==================== block 1
Figure 1. Cell outlines without signal wires (block 1).
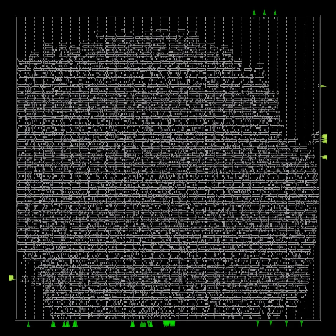

===== src/rtl/snake_board_render.sv =====
// rtl/snake_board_render.sv - 40x30 snake board cell RAM with 1-cycle VGA pixel lookup, clear sweep and frame tick
// Optional grid overlay: define GRID_LINES_EN.
module snake_board_render #(
    parameter int          GRID_W  = 40,
    parameter int          GRID_H  = 30,
    parameter logic [23:0] C_EMPTY = 24'h000000,
    parameter logic [23:0] C_BODY  = 24'h00C000,
    parameter logic [23:0] C_HEAD  = 24'h00FF00,
    parameter logic [23:0] C_FOOD  = 24'hFF0000,
    parameter logic [23:0] C_GRID  = 24'h202020
) (
    input  logic        clk_vga,
    input  logic        rst,
    input  logic [9:0]  vga_xpos,
    input  logic [9:0]  vga_ypos,
    output logic [23:0] vga_data,
    input  logic        wr_en,
    input  logic [5:0]  wr_x,
    input  logic [4:0]  wr_y,
    input  logic [1:0]  wr_code,
    input  logic        clr_req,
    output logic        busy,
    output logic        frame_tick
);

    localparam int CELLS = GRID_W * GRID_H;

    typedef enum logic {S_IDLE, S_CLEAR} state_t;

    state_t      state_q;
    logic [10:0] clr_addr_q;
    logic        busy_q;
    logic        blank_q;
    logic [9:0]  ypos_q;
    logic [1:0]  rd_code_q;
    logic [1:0]  mem [0:CELLS-1];

    // row*40 + col built from shifts
    function automatic logic [10:0] cell_addr(input logic [4:0] row, input logic [5:0] col);
        return {1'b0, row, 5'b0} + {3'b0, row, 3'b0} + {5'b0, col};
    endfunction

    logic [9:0]  px_d, py_d;
    logic        blank_d;
    logic [10:0] rd_addr_d;
    logic        wr_ok_d;
    logic        ram_we_d;
    logic [10:0] ram_waddr_d;
    logic [1:0]  ram_wdata_d;

    always_comb begin
        px_d        = (vga_xpos != 10'd0) ? vga_xpos - 10'd1 : 10'd0;
        py_d        = (vga_ypos != 10'd0) ? vga_ypos - 10'd1 : 10'd0;
        blank_d     = (vga_xpos == 10'd0) || (vga_ypos == 10'd0);
        rd_addr_d   = cell_addr(py_d[8:4], px_d[9:4]);
        wr_ok_d     = wr_en && !clr_req && (int'(wr_x) < GRID_W) && (int'(wr_y) < GRID_H);
        ram_we_d    = 1'b0;
        ram_waddr_d = cell_addr(wr_y, wr_x);
        ram_wdata_d = wr_code;
        if (!rst) begin
            if (state_q == S_CLEAR) begin
                ram_we_d    = 1'b1;
                ram_waddr_d = clr_addr_q;
                ram_wdata_d = 2'd0;
            end else begin
                ram_we_d = wr_ok_d;
            end
        end
    end

    // Read-first: the read samples the array before this edge's write lands.
    always_ff @(posedge clk_vga) begin
        if (ram_we_d)
            mem[ram_waddr_d] <= ram_wdata_d;
        rd_code_q <= mem[rd_addr_d];
    end

    always_ff @(posedge clk_vga) begin
        if (rst) begin
            state_q    <= S_IDLE;
            clr_addr_q <= 11'd0;
            busy_q     <= 1'b0;
            blank_q    <= 1'b1;
            ypos_q     <= 10'd0;
        end else begin
            blank_q <= blank_d;
            ypos_q  <= vga_ypos;
            case (state_q)
                S_IDLE: begin
                    if (clr_req) begin
                        state_q    <= S_CLEAR;
                        clr_addr_q <= 11'd0;
                        busy_q     <= 1'b1;
                    end
                end
                S_CLEAR: begin
                    if (clr_addr_q == 11'(CELLS - 1)) begin
                        state_q <= S_IDLE;
                        busy_q  <= 1'b0;
                    end else begin
                        clr_addr_q <= clr_addr_q + 11'd1;
                    end
                end
                default: state_q <= S_IDLE;
            endcase
        end
    end

`ifdef GRID_LINES_EN
    logic grid_q;
    always_ff @(posedge clk_vga) begin
        if (rst)
            grid_q <= 1'b0;
        else
            grid_q <= (px_d[3:0] == 4'd0) || (py_d[3:0] == 4'd0);
    end
`endif

    always_comb begin
        vga_data = C_EMPTY;
        if (blank_q) begin
            vga_data = 24'h000000;
        end else begin
            case (rd_code_q)
                2'd1:    vga_data = C_BODY;
                2'd2:    vga_data = C_HEAD;
                2'd3:    vga_data = C_FOOD;
                default: begin
`ifdef GRID_LINES_EN
                    vga_data = grid_q ? C_GRID : C_EMPTY;
`else
                    vga_data = C_EMPTY;
`endif
                end
            endcase
        end
    end

    assign busy       = busy_q;
    assign frame_tick = (ypos_q != 10'd0) && (vga_ypos == 10'd0);

endmodule


===== config.mk =====
export PLATFORM = sky130hd
export DESIGN_NAME = snake_board_render
export DESIGN_NICKNAME = d
export VERILOG_FILES = /design/src/rtl/snake_board_render.sv
export SDC_FILE = /design/constraint.sdc
export NUM_CORES = 2
export LEC_CHECK = 0
export CELL_PAD_IN_SITES_DETAIL_PLACEMENT = 1
export CELL_PAD_IN_SITES_GLOBAL_PLACEMENT = 1
export CORE_MARGIN = 2
export CORE_UTILIZATION = 50
export CTS_BUF_LIST = sky130_fd_sc_hd__clkbuf_8
export CTS_CLUSTER_SIZE = 20
export DETAILED_ROUTE_END_ITERATION = 8
export PLACE_DENSITY = 0.8
export SETUP_SLACK_MARGIN = 0.05
export SYNTH_ARGS = -nofsm -noshare
export SYNTH_HDL_FRONTEND = slang
export SYNTH_SLANG_ARGS = --single-unit

===== constraint.sdc =====
create_clock -name clk_vga -period 38.9 [get_ports clk_vga]
set_input_delay 7.78 -clock clk_vga [delete_from_list [all_inputs] [get_ports clk_vga]]
set_output_delay 7.78 -clock clk_vga [all_outputs]
set_load 0.01 [all_outputs]

==================== block 2
## src/rtl/chess_pkg.sv

```systemverilog
// Shared chess constants: piece/colour codes, move field layout and FIFO word geometry.
package chess_pkg;

    localparam int MOVE_W     = 19;
    localparam int SLOT_N     = 8;
    localparam int SLOT_IDX_W = 3;
    localparam int FIFO_W     = 160;
    localparam int WORD_W     = MOVE_W * SLOT_N;
    localparam int SQ_W       = 6;
    localparam int FLAG_W     = 7;

    // Flag bits inside the 7-bit flag field, and their absolute position in a move.
    localparam int FLAG_CAPTURE     = 0;
    localparam int FLAG_PROMOTE     = 1;
    localparam int FLAG_CASTLE      = 2;
    localparam int FLAG_EN_PASSANT  = 3;
    localparam int FLAG_INVALID     = 6;
    localparam int MOVE_CAPTURE_BIT = 2 * SQ_W + FLAG_CAPTURE;
    localparam int MOVE_INVALID_BIT = 2 * SQ_W + FLAG_INVALID;

    localparam logic [MOVE_W-1:0] INVALID_MOVE = 19'h40000;

    typedef enum logic [2:0] {
        PIECE_NONE   = 3'd0,
        PIECE_PAWN   = 3'd1,
        PIECE_KNIGHT = 3'd2,
        PIECE_BISHOP = 3'd3,
        PIECE_ROOK   = 3'd4,
        PIECE_QUEEN  = 3'd5,
        PIECE_KING   = 3'd6
    } piece_e;

    typedef enum logic {
        COLOUR_WHITE = 1'b0,
        COLOUR_BLACK = 1'b1
    } colour_e;

    typedef logic [MOVE_W-1:0] move_t;

    function automatic move_t slot_of(input logic [WORD_W-1:0] word,
                                      input logic [SLOT_IDX_W-1:0] k);
        return word[int'(k) * MOVE_W +: MOVE_W];
    endfunction

endpackage

```

## src/rtl/move_unpacker_if.sv

```systemverilog
// FIFO-read and move-stream signals of the move unpacker; master is the unpacker side.
interface move_unpacker_if;
    import chess_pkg::*;

    logic [FIFO_W-1:0] fifoOut;
    logic              fifoEmpty;
    logic              sqDone;
    logic              rden;
    logic              mvValid;
    logic              mvReady;
    logic [MOVE_W-1:0] mvData;
    logic [7:0]        mvCount;
    logic              allDone;

    modport master (
        input  fifoOut, fifoEmpty, sqDone, mvReady,
        output rden, mvValid, mvData, mvCount, allDone
    );

    modport slave (
        output fifoOut, fifoEmpty, sqDone, mvReady,
        input  rden, mvValid, mvData, mvCount, allDone
    );

endinterface

```

## src/rtl/mvu_slot_pick.sv

```systemverilog
// Combinational priority encoder: index of the highest set bit of an 8-bit slot mask.
module mvu_slot_pick
    import chess_pkg::*;
(
    input  logic [SLOT_N-1:0]     i_mask,
    output logic [SLOT_IDX_W-1:0] o_idx,
    output logic                  o_any
);

    always_comb begin
        // NOTE: both outputs get a default before the loop so no path leaves them unassigned (no latch).
        o_idx = '0;
        o_any = 1'b0;
        for (int k = 0; k < SLOT_N; k++) begin
            if (i_mask[k]) begin
                o_idx = SLOT_IDX_W'(k);
                o_any = 1'b1;
            end
        end
    end

endmodule

```

## src/rtl/move_unpacker.sv

```systemverilog
// Reads square-unit FIFO words and streams their valid moves, highest slot first.
// Build option MVU_CAPTURE_FIRST_EN: emit a word's capture moves before its quiet moves.
module move_unpacker
    import chess_pkg::*;
(
    input  logic            clk,
    input  logic            reset,
    move_unpacker_if.master bus
);

    localparam logic [2:0] S_IDLE = 3'd0;
    localparam logic [2:0] S_READ = 3'd1;
    localparam logic [2:0] S_LOAD = 3'd2;
    localparam logic [2:0] S_SCAN = 3'd3;
    localparam logic [2:0] S_FIN  = 3'd4;

    logic [2:0]            r_state;
    logic [WORD_W-1:0]     r_word;
    logic [SLOT_N-1:0]     r_pending;
    logic [7:0]            r_count;

    logic [SLOT_N-1:0]     w_load_mask;
    logic [SLOT_N-1:0]     w_pending_next;
    logic [SLOT_IDX_W-1:0] w_all_idx;
    logic [SLOT_IDX_W-1:0] w_sel_idx;
    logic                  w_all_any;
    logic                  w_accept;
    move_t                 w_move;
    logic                  w_unused_hi;

    assign w_unused_hi = ^bus.fifoOut[FIFO_W-1:WORD_W];

    // A slot is pending only if its invalid flag is clear, so invalid moves never reach mvData.
    always_comb begin
        w_load_mask = '0;
        for (int k = 0; k < SLOT_N; k++) begin
            w_load_mask[k] = ~bus.fifoOut[k * MOVE_W + MOVE_INVALID_BIT];
        end
    end

    mvu_slot_pick u_pick_all (
        .i_mask (r_pending),
        .o_idx  (w_all_idx),
        .o_any  (w_all_any)
    );

`ifdef MVU_CAPTURE_FIRST_EN
    logic [SLOT_N-1:0]     w_cap_mask;
    logic [SLOT_IDX_W-1:0] w_cap_idx;
    logic                  w_cap_any;

    always_comb begin
        w_cap_mask = '0;
        for (int k = 0; k < SLOT_N; k++) begin
            w_cap_mask[k] = r_pending[k] & r_word[k * MOVE_W + MOVE_CAPTURE_BIT];
        end
    end

    mvu_slot_pick u_pick_cap (
        .i_mask (w_cap_mask),
        .o_idx  (w_cap_idx),
        .o_any  (w_cap_any)
    );

    assign w_sel_idx = w_cap_any ? w_cap_idx : w_all_idx;
`else
    assign w_sel_idx = w_all_idx;
`endif

    assign w_move   = slot_of(r_word, w_sel_idx);
    assign w_accept = bus.mvValid & bus.mvReady;

    always_comb begin
        w_pending_next = r_pending;
        if (w_accept) begin
            w_pending_next[w_sel_idx] = 1'b0;
        end
    end

    // Outputs derive from registered state; a stalled move stays put because nothing changes.
    assign bus.mvValid = (r_state == S_SCAN) && w_all_any;
    assign bus.mvData  = bus.mvValid ? w_move : '0;
    assign bus.rden    = reset && (r_state == S_IDLE) && !bus.fifoEmpty;
    assign bus.allDone = (r_state == S_FIN);
    assign bus.mvCount = r_count;

    always_ff @(posedge clk or negedge reset) begin
        if (!reset) begin
            // NOTE: the word buffer is a plain register and is cleared so a reset drops any held word.
            r_state   <= S_IDLE;
            r_word    <= '0;
            r_pending <= '0;
            r_count   <= '0;
        end else begin
            // NOTE: non-blocking assignments so every register updates from pre-edge values.
            case (r_state)
                S_IDLE: begin
                    if (!bus.fifoEmpty) begin
                        r_state <= S_READ;
                    end else if (bus.sqDone) begin
                        r_state <= S_FIN;
                    end
                end
                S_READ: r_state <= S_LOAD;
                S_LOAD: begin
                    r_word    <= bus.fifoOut[WORD_W-1:0];
                    r_pending <= w_load_mask;
                    r_state   <= S_SCAN;
                end
                S_SCAN: begin
                    r_pending <= w_pending_next;
                    if (w_pending_next == '0) begin
                        r_state <= S_IDLE;
                    end
                end
                S_FIN:   r_state <= S_FIN;
                default: r_state <= S_IDLE;
            endcase

            if (w_accept && (r_count != 8'hFF)) begin
                r_count <= r_count + 8'd1;
            end
        end
    end

endmodule

```

## src/flat_wrapper.sv

```systemverilog
// flat-port wrapper written by rule: the top's interface ports become plain ports
module move_unpacker_flat import chess_pkg::*;
  (clk, reset, bus_fifoOut, bus_fifoEmpty, bus_sqDone, bus_mvReady, bus_rden, bus_mvValid, bus_mvData, bus_mvCount, bus_allDone);
  move_unpacker_if bus_i ();
  input  logic clk;
  input  logic reset;
  input wire logic [$bits(bus_i.fifoOut)-1:0] bus_fifoOut;
  input wire logic [$bits(bus_i.fifoEmpty)-1:0] bus_fifoEmpty;
  input wire logic [$bits(bus_i.sqDone)-1:0] bus_sqDone;
  input wire logic [$bits(bus_i.mvReady)-1:0] bus_mvReady;
  output wire logic [$bits(bus_i.rden)-1:0] bus_rden;
  output wire logic [$bits(bus_i.mvValid)-1:0] bus_mvValid;
  output wire logic [$bits(bus_i.mvData)-1:0] bus_mvData;
  output wire logic [$bits(bus_i.mvCount)-1:0] bus_mvCount;
  output wire logic [$bits(bus_i.allDone)-1:0] bus_allDone;
  assign bus_i.fifoOut = bus_fifoOut;
  assign bus_i.fifoEmpty = bus_fifoEmpty;
  assign bus_i.sqDone = bus_sqDone;
  assign bus_i.mvReady = bus_mvReady;
  assign bus_rden = bus_i.rden;
  assign bus_mvValid = bus_i.mvValid;
  assign bus_mvData = bus_i.mvData;
  assign bus_mvCount = bus_i.mvCount;
  assign bus_allDone = bus_i.allDone;
  move_unpacker u_core (.clk(clk), .reset(reset), .bus(bus_i));
endmodule
```

## config.mk

```make
export PLATFORM = sky130hd
export DESIGN_NAME = move_unpacker_flat
export DESIGN_NICKNAME = d
export VERILOG_FILES = /design/src/rtl/chess_pkg.sv /design/src/rtl/move_unpacker_if.sv /design/src/rtl/mvu_slot_pick.sv /design/src/rtl/move_unpacker.sv /design/src/flat_wrapper.sv
export SDC_FILE = /design/constraint.sdc
export NUM_CORES = 1
export LEC_CHECK = 0
export ABC_CLOCK_PERIOD_IN_PS = 2500
export CORE_MARGIN = 2
export CORE_UTILIZATION = 41
export DETAILED_ROUTE_END_ITERATION = 16
export PLACE_DENSITY = 0.75
export SLEW_MARGIN = 5
export SYNTH_ARGS = -nofsm -noshare
export SYNTH_HDL_FRONTEND = slang
export SYNTH_SLANG_ARGS = --single-unit
```

## constraint.sdc

```tcl
create_clock -name clk -period 2.5 [get_ports clk]
set_input_delay 0.5 -clock clk [delete_from_list [all_inputs] [get_ports clk]]
set_output_delay 0.5 -clock clk [all_outputs]
set_load 0.1 [all_outputs]
```

==================== block 3
==> src/rtl/completion_arbiter.sv <==
// completion_arbiter
//   Merges results from four functional units onto one completion bus.
//   Each unit has a private 2-entry FIFO of {tag, value}; a round-robin
//   arbiter pops one FIFO head per beat into a registered output stage
//   that honours completionReady_i backpressure.
//
// Ports
//   clk_i                 single clock, rising edge
//   reset_i               asynchronous, active-low reset
//   flush_i               synchronous flush (branch mispredict)
//   fuValid_i[3:0]        unit i presents a result
//   fuTag_i[i]            ROB tag of unit i's result (0 = illegal)
//   fuVal_i[i]            65-bit result, bit 64 = flag
//   fuReady_o[3:0]        unit i's FIFO has room (registered count < 2)
//   completionReady_i     downstream accepts the current beat
//   completionValid_o     beat valid
//   completionRSROBTag_o  broadcast tag (0 when not valid)
//   completionRSROBval_o  broadcast value (0 when not valid)
//   badTag_o              sticky: a push with tag 0 was seen
//   busy_o                any FIFO non-empty or a beat is pending
module completion_arbiter #(
    parameter int ROBsize    = 32,
    parameter int ROBsizeLog = $clog2(ROBsize + 1)
) (
    input  logic                       clk_i,
    input  logic                       reset_i,
    input  logic                       flush_i,
    input  logic [3:0]                 fuValid_i,
    input  logic [3:0][ROBsizeLog-1:0] fuTag_i,
    input  logic [3:0][64:0]           fuVal_i,
    output logic [3:0]                 fuReady_o,
    input  logic                       completionReady_i,
    output logic                       completionValid_o,
    output logic [ROBsizeLog-1:0]      completionRSROBTag_o,
    output logic [64:0]                completionRSROBval_o,
    output logic                       badTag_o,
    output logic                       busy_o
);

    // Per-unit FIFO: entry 0 is always the head.
    logic [1:0]            cnt_q [4];
    logic [ROBsizeLog-1:0] tag_q [4][2];
    logic [64:0]           val_q [4][2];

    logic [1:0]            rr_q;
    logic                  out_vld_q;
    logic [ROBsizeLog-1:0] out_tag_q;
    logic [64:0]           out_val_q;
    logic                  bad_tag_q;

    logic [3:0] push;
    logic [3:0] zero_tag;
    logic [3:0] pop;
    logic [3:0] wr_sel;
    logic       advance;
    logic       win_vld;
    logic [1:0] win_idx;
    logic [1:0] cand;
    logic       any_cnt;

    always_comb begin
        any_cnt = 1'b0;
        for (int i = 0; i < 4; i++) begin
            fuReady_o[i] = (cnt_q[i] < 2'd2);
            push[i]      = fuValid_i[i] & fuReady_o[i] & ~flush_i & (fuTag_i[i] != '0);
            zero_tag[i]  = fuValid_i[i] & fuReady_o[i] & ~flush_i & (fuTag_i[i] == '0);
            any_cnt      = any_cnt | (cnt_q[i] != 2'd0);
        end
    end

    assign advance = ~out_vld_q | completionReady_i;

    // Round-robin search starting at rr_q over the registered counts, so a
    // push is only visible to arbitration from the following edge.
    always_comb begin
        win_vld = 1'b0;
        win_idx = rr_q;
        cand    = rr_q;
        for (int k = 0; k < 4; k++) begin
            cand = rr_q + 2'(k);
            if (!win_vld && (cnt_q[cand] != 2'd0)) begin
                win_vld = 1'b1;
                win_idx = cand;
            end
        end
    end

    always_comb begin
        for (int i = 0; i < 4; i++) begin
            pop[i]    = advance & win_vld & (win_idx == 2'(i)) & ~flush_i;
            // Push lands behind whatever remains after a same-edge pop.
            wr_sel[i] = (cnt_q[i] != 2'd0) & ~pop[i];
        end
    end

    always_ff @(posedge clk_i or negedge reset_i) begin
        if (!reset_i) begin
            for (int i = 0; i < 4; i++) cnt_q[i] <= 2'd0;
            rr_q      <= 2'd0;
            out_vld_q <= 1'b0;
            out_tag_q <= '0;
            out_val_q <= '0;
        end else if (flush_i) begin
            for (int i = 0; i < 4; i++) cnt_q[i] <= 2'd0;
            rr_q      <= 2'd0;
            out_vld_q <= 1'b0;
            out_tag_q <= '0;
            out_val_q <= '0;
        end else begin
            for (int i = 0; i < 4; i++) begin
                if (push[i] && !pop[i])
                    cnt_q[i] <= cnt_q[i] + 2'd1;
                else if (pop[i] && !push[i])
                    cnt_q[i] <= cnt_q[i] - 2'd1;
            end
            if (advance) begin
                if (win_vld) begin
                    out_vld_q <= 1'b1;
                    out_tag_q <= tag_q[win_idx][0];
                    out_val_q <= val_q[win_idx][0];
                    rr_q      <= win_idx + 2'd1;
                end else begin
                    out_vld_q <= 1'b0;
                    out_tag_q <= '0;
                    out_val_q <= '0;
                end
            end
        end
    end

    // Sticky error survives flush; only reset clears it.
    always_ff @(posedge clk_i or negedge reset_i) begin
        if (!reset_i)
            bad_tag_q <= 1'b0;
        else if (|zero_tag)
            bad_tag_q <= 1'b1;
    end

    // FIFO payload storage; validity is tracked entirely by cnt_q.
    always_ff @(posedge clk_i) begin
        for (int i = 0; i < 4; i++) begin
            if (pop[i]) begin
                tag_q[i][0] <= tag_q[i][1];
                val_q[i][0] <= val_q[i][1];
            end
            if (push[i]) begin
                tag_q[i][wr_sel[i]] <= fuTag_i[i];
                val_q[i][wr_sel[i]] <= fuVal_i[i];
            end
        end
    end

    assign completionValid_o    = out_vld_q;
    assign completionRSROBTag_o = out_tag_q;
    assign completionRSROBval_o = out_val_q;
    assign badTag_o             = bad_tag_q;
    assign busy_o               = out_vld_q | any_cnt;

endmodule

==> config.mk <==
export PLATFORM = sky130hd
export DESIGN_NAME = completion_arbiter
export DESIGN_NICKNAME = d
export VERILOG_FILES = /design/src/rtl/completion_arbiter.sv
export SDC_FILE = /design/constraint.sdc
export NUM_CORES = 1
export LEC_CHECK = 0
export CORE_MARGIN = 4
export CORE_UTILIZATION = 50
export CTS_CLUSTER_DIAMETER = 80
export DETAILED_ROUTE_END_ITERATION = 8
export GPL_TIMING_DRIVEN = 1
export PLACE_DENSITY = 0.74
export SLEW_MARGIN = 20
export SYNTH_ARGS = -nofsm -noshare
export SYNTH_HDL_FRONTEND = slang
export SYNTH_SLANG_ARGS = --single-unit
==> constraint.sdc <==
create_clock -name clk_i -period 9.05 [get_ports clk_i]
set_clock_uncertainty 0.1 [all_clocks]
set_input_delay 1.81 -clock clk_i [delete_from_list [all_inputs] [get_ports clk_i]]
set_output_delay 1.81 -clock clk_i [all_outputs]
set_load 0.01 [all_outputs]
Figure 2. Cell outlines without signal wires (block 3).
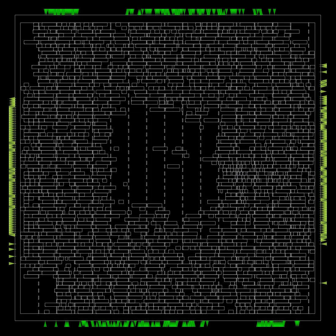
Tapcells: 672
core area: 0.05038 mm^2
Cell Rows: 82
Post-Layout Cell Count: 2514

==> reports/results.tsv, block 3 <==
metric	value	unit
layout.cell_area.non_filler	0.03226	mm^2
arrival	5230	ps
status	finished clean	
detail_route.iter0.violations	1028	
chip_area	0.05495	mm^2
ys_cells	1395	
tns	0	ps
numPortBuffers	369	
hold_path_class	reg -> reg	
io_pins	370	
worstReg2RegEnd	val_q[0][128]	
worstSetupStartpointType	input pin	
critPathTopFamily	buffers and inverters	
layout_top_cells	568 x edfxtp_1, 368 x clkdlybuf4s50_1, 214 x mux2_2	
cts_sinks	651	
simple_gate_share	0.02299	
grt_pass1_wl	95040	um
dpl_cell_area	0.03010	mm^2
critPathLaunch	flush_i	
synth_top_flop_cell	edfxtp_1	
drive_above_1_share	0.1947	
die_h	234.4	um
synth_top_area_share	0.6654	
ys_area	0.02563	mm^2
grt_overflow	0	
dp_hpwl	39740	um
==> block 3: layout make-up <==
cell class                 count  share of cell area
multi-input combinational    666              0.1933
clock inverter                24            0.007640
tap                          672             0.02606
antenna                        8           0.0006205
clock buffer                  96             0.05852
timing repair buffer         390              0.1199
sequential                   651              0.5931
inverter                       7           0.0008532
==> block 3: metal layers <==
layer	vias to the layer above	global-route usage	wire length [um]
li1	6311	-	-
met1	7436	0.3091	26520
met2	557	0.3759	31500
met3	126	0.06147	4898
met4	16	0.07180	1704
met5	-	0	110
==> block 3: sequential cells by signal, summed over array words and instances, names as in the netlist <==
signal	count
completionRSROBval_o	65
cnt_q	8
completionRSROBTag_o	6
badTag_o	1
tag_q	48
completionValid_o	1
val_q	520
rr_q	2
==> block 3: metrics by stage <==
stage / std cells / util / hold WS [ps]
after global routing: 2512 / 0.6403 / 394.9
after detailed placement: 2386 / 0.5975 / 376.2
final: 2514 / 0.6404 / 384.3
after floorplan: 1395 / - / 401.3
after global placement: 2385 / 0.5969 / 363.9
after CTS: 2506 / 0.6399 / 389.6
Figure 3. Metal 3 (block 1).
Drawn at 1 px/um.
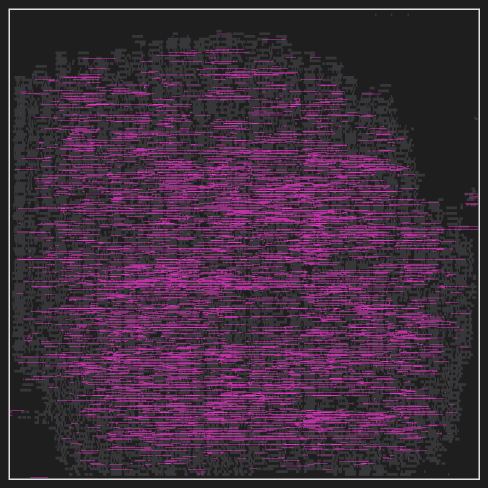
- longest straight run: 280 um
- nets with wire on the layer: 900
- main direction: horizontal
- share of all routed wire: 13%

## Picture notes: Figure 1
Tapcells: 2838
Util after Layout: 0.5479
core area: 0.2146 mm^2

==> reports/results.tsv, block 1 <==
metric	value	unit
status	finished clean	
grt_overflow	0	
hold_depth	2	
nonClockInverterCount	28	
grt_pass1_wl	583800	um
cpMostUsedCell	clkdlybuf4s50_1	
worstReg2RegEnd	mem[518][0]	
fin_nets	8903	
top_area_cell	edfxtp_1	
area_growth	9.012	%
ys_cells	8980	
wl	407300	um
worst_hold_slack	483.1	ps
hold_path_class	reg -> reg	
cts_buffers	407	
gp_congestion	0.8861	
worstSetupStartpointType	input pin	
buffer_area_frac	0.02041	
min_period	18160	ps
ys_ff	2426	
block 1: worst min-delay path by stage:
stage | to
after global routing | busy
after detailed placement | busy
after global placement | busy
after floorplan | busy
final | busy
after CTS | busy
block 1: worst reg2reg max path, cell delays in order, from the launching register on:
cell	delay [ps]
dfxtp_1	390
nand2b_1	110
buf_4	280
and2_4	580
buf_4	810
buf_4	880
buf_4	1040
buf_4	900
block 1: stage by stage:
step	worst slack (ps)	cells	area, um^2
final	20740	11980	117600
after global routing	20530	11970	117600
after CTS	20730	11960	117500
after detailed placement	20740	11270	110600
after global placement	20660	11270	110600
after floorplan	11980	8987	107900
block 1: registers in the layout, summed over array words and instances (netlist names):
register    cells
state_q         1
ypos_q         10
mem          2400
clr_addr_q     11
busy            1
blank_q         1
rd_code_q       2
Figure 4. Cell sizes after repair (block 2).
Drawn at 2 px/um.
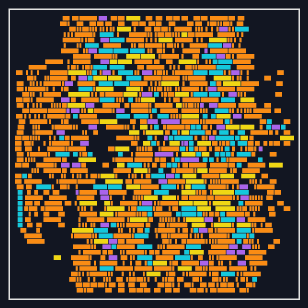
- x3 and x4: cyan (cells 127; share 11%)
- x1 and smaller: orange (cells 906; share 77%)
- x6 and larger: yellow (cells 81; share 6.9%)
- x2: purple (cells 61; share 5.2%)

==> reports/results.tsv, block 2 <==
metric	value	unit
worstSkewPairLatency	430	ps
postSynthSeqShare	0.5308	
top_area_cell	dfrtp_1	
routedWlPerCell	18.46	um
grt_busiest_layer	met2	
setup_slack	-538.9	ps
cpMostUsedCell	nor4_4	
cts-root-buf	clkbuf_16	
core	0.01940	mm^2
status	finished, violations left	
setup_viol	20	
final_hold_viol_count	0	
yosys.cell_count.top_type	nand2_1	
largest_class	combinational gates	
fp_util	0.4156	
synth.area.top_cells	dfrtp_1 53%, nand2_1 22%, nor3b_1 5.4%, a211oi_1 5.3%, o221ai_1 2.1%	
common_cells	465 x nand2_1, 171 x dfrtp_1, 58 x nor3b_1	
nClkBuffers	17	
avgSynthCellArea	8.576	um^2
die_h	144.2	um
drc_errors	0	
violations	setup timing	
grt_setup_unrepaired	true	
use_met3	0.04404	
synthesis.area	0.008061	mm^2
r2r_start	u_core.r_pending[5]	
comb-cell-share	0.3492	
synth_top_area_share	0.5308	
nWellTaps	265	
ys_area	0.008061	mm^2
-- block 2: metrics by stage --
| step | area [um^2] | util | setup TNS (ps) | worst slack, ps |
|---|---|---|---|---|
| after floorplan | 8611 | - | -9293 | -531.7 |
| after global placement | 11490 | 0.5921 | -735.3 | -67.93 |
| after detailed placement | 11490 | 0.5921 | -1358 | -119.2 |
| after CTS | 12390 | 0.6385 | -7863 | -444.1 |
| after global routing | 12780 | 0.6586 | -10430 | -574.0 |
| final | 12780 | 0.6586 | -9205 | -538.9 |
-- block 2: registers in the layout (all words and copies together), names as in the netlist --
name	cells
u_core.bus.mvCount	8
u_core.r_pending	8
u_core.r_state	3
u_core.r_word	152
-- block 2: repair_timing --
| item | CTS | global route |
|---|---|---|
| endpoints found under the setup margin | 19 | 20 |
| endpoints found under the hold margin | 0 | 0 |
| gates cloned | 3 | 3 |
| buffers inserted | 9 | 15 |
| pin swaps | 19 | 36 |
| gates resized | 53 | 60 |

## Gallery

Sequential cells coloured by netlist name.
picture 1
Drawn at 1.5 px/um. Other sequential cells in the stronger grey, the rest of the logic in the fainter grey.
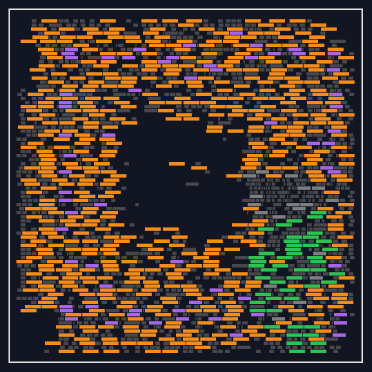
picture 2
Drawn at 1 px/um. Other sequential cells in the stronger grey, the rest of the logic in the fainter grey.
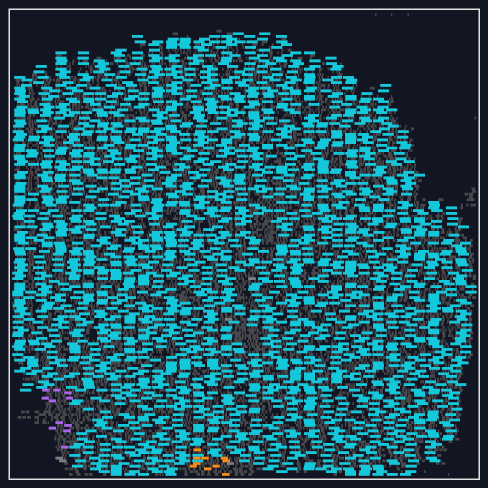
picture 3
Drawn at 2 px/um. Other sequential cells in the stronger grey, the rest of the logic in the fainter grey.
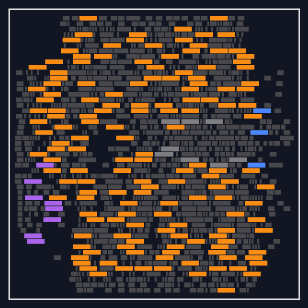
block 2 -> picture 3
block 3 -> picture 1
block 1 -> picture 2
- most cells: picture 2
- most sequential cells: picture 2

Key to picture 3:
- `u_core.r_state`: blue (placed flops 3)
- `u_core.r_word`: orange (placed flops 152; where spread over the die)
- `u_core.bus.mvCount`: purple (placed flops 8)
- not coloured: 8



==> notes/layouts.md <==
Pictures saved along the way, in no particular order.

Cells coloured by class.
image #1
Drawn at 1 px/um.
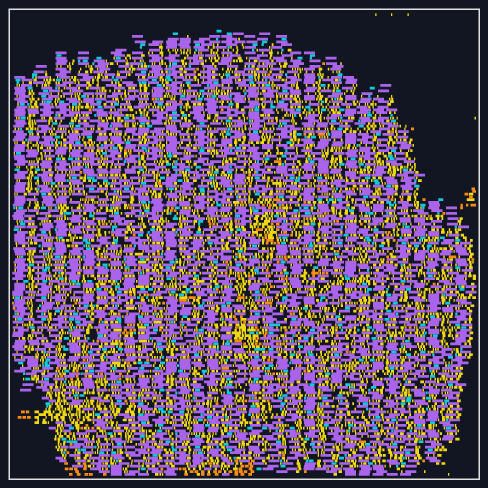
image #2
Drawn at 3 px/um.
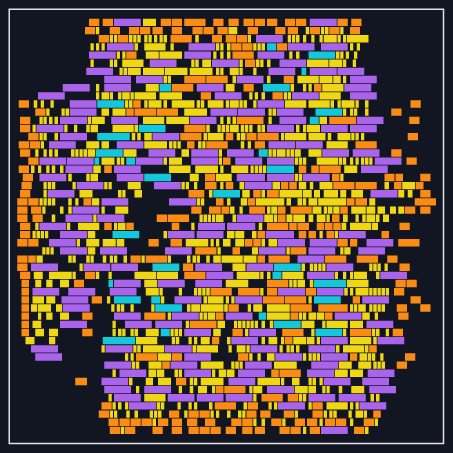
image #3
Drawn at 2 px/um.
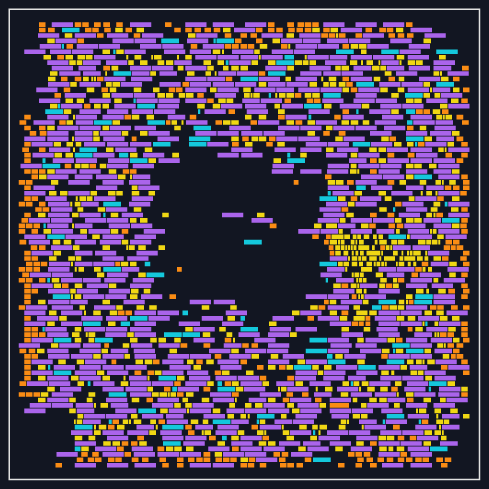
image #3 -> block 3
image #1 -> block 1
image #2 -> block 2
- smallest die: image #2
- fewest cells: image #2

Key to image #3:
- remaining logic cells: yellow (cells 673; share of their area 20%)
- sequential cells: purple (cells 651; share of their area 61%)
- clock drivers and dummy loads: cyan (cells 120; share of their area 6.8%)
- remaining buffers and delay cells: orange (cells 390; share of their area 12%)

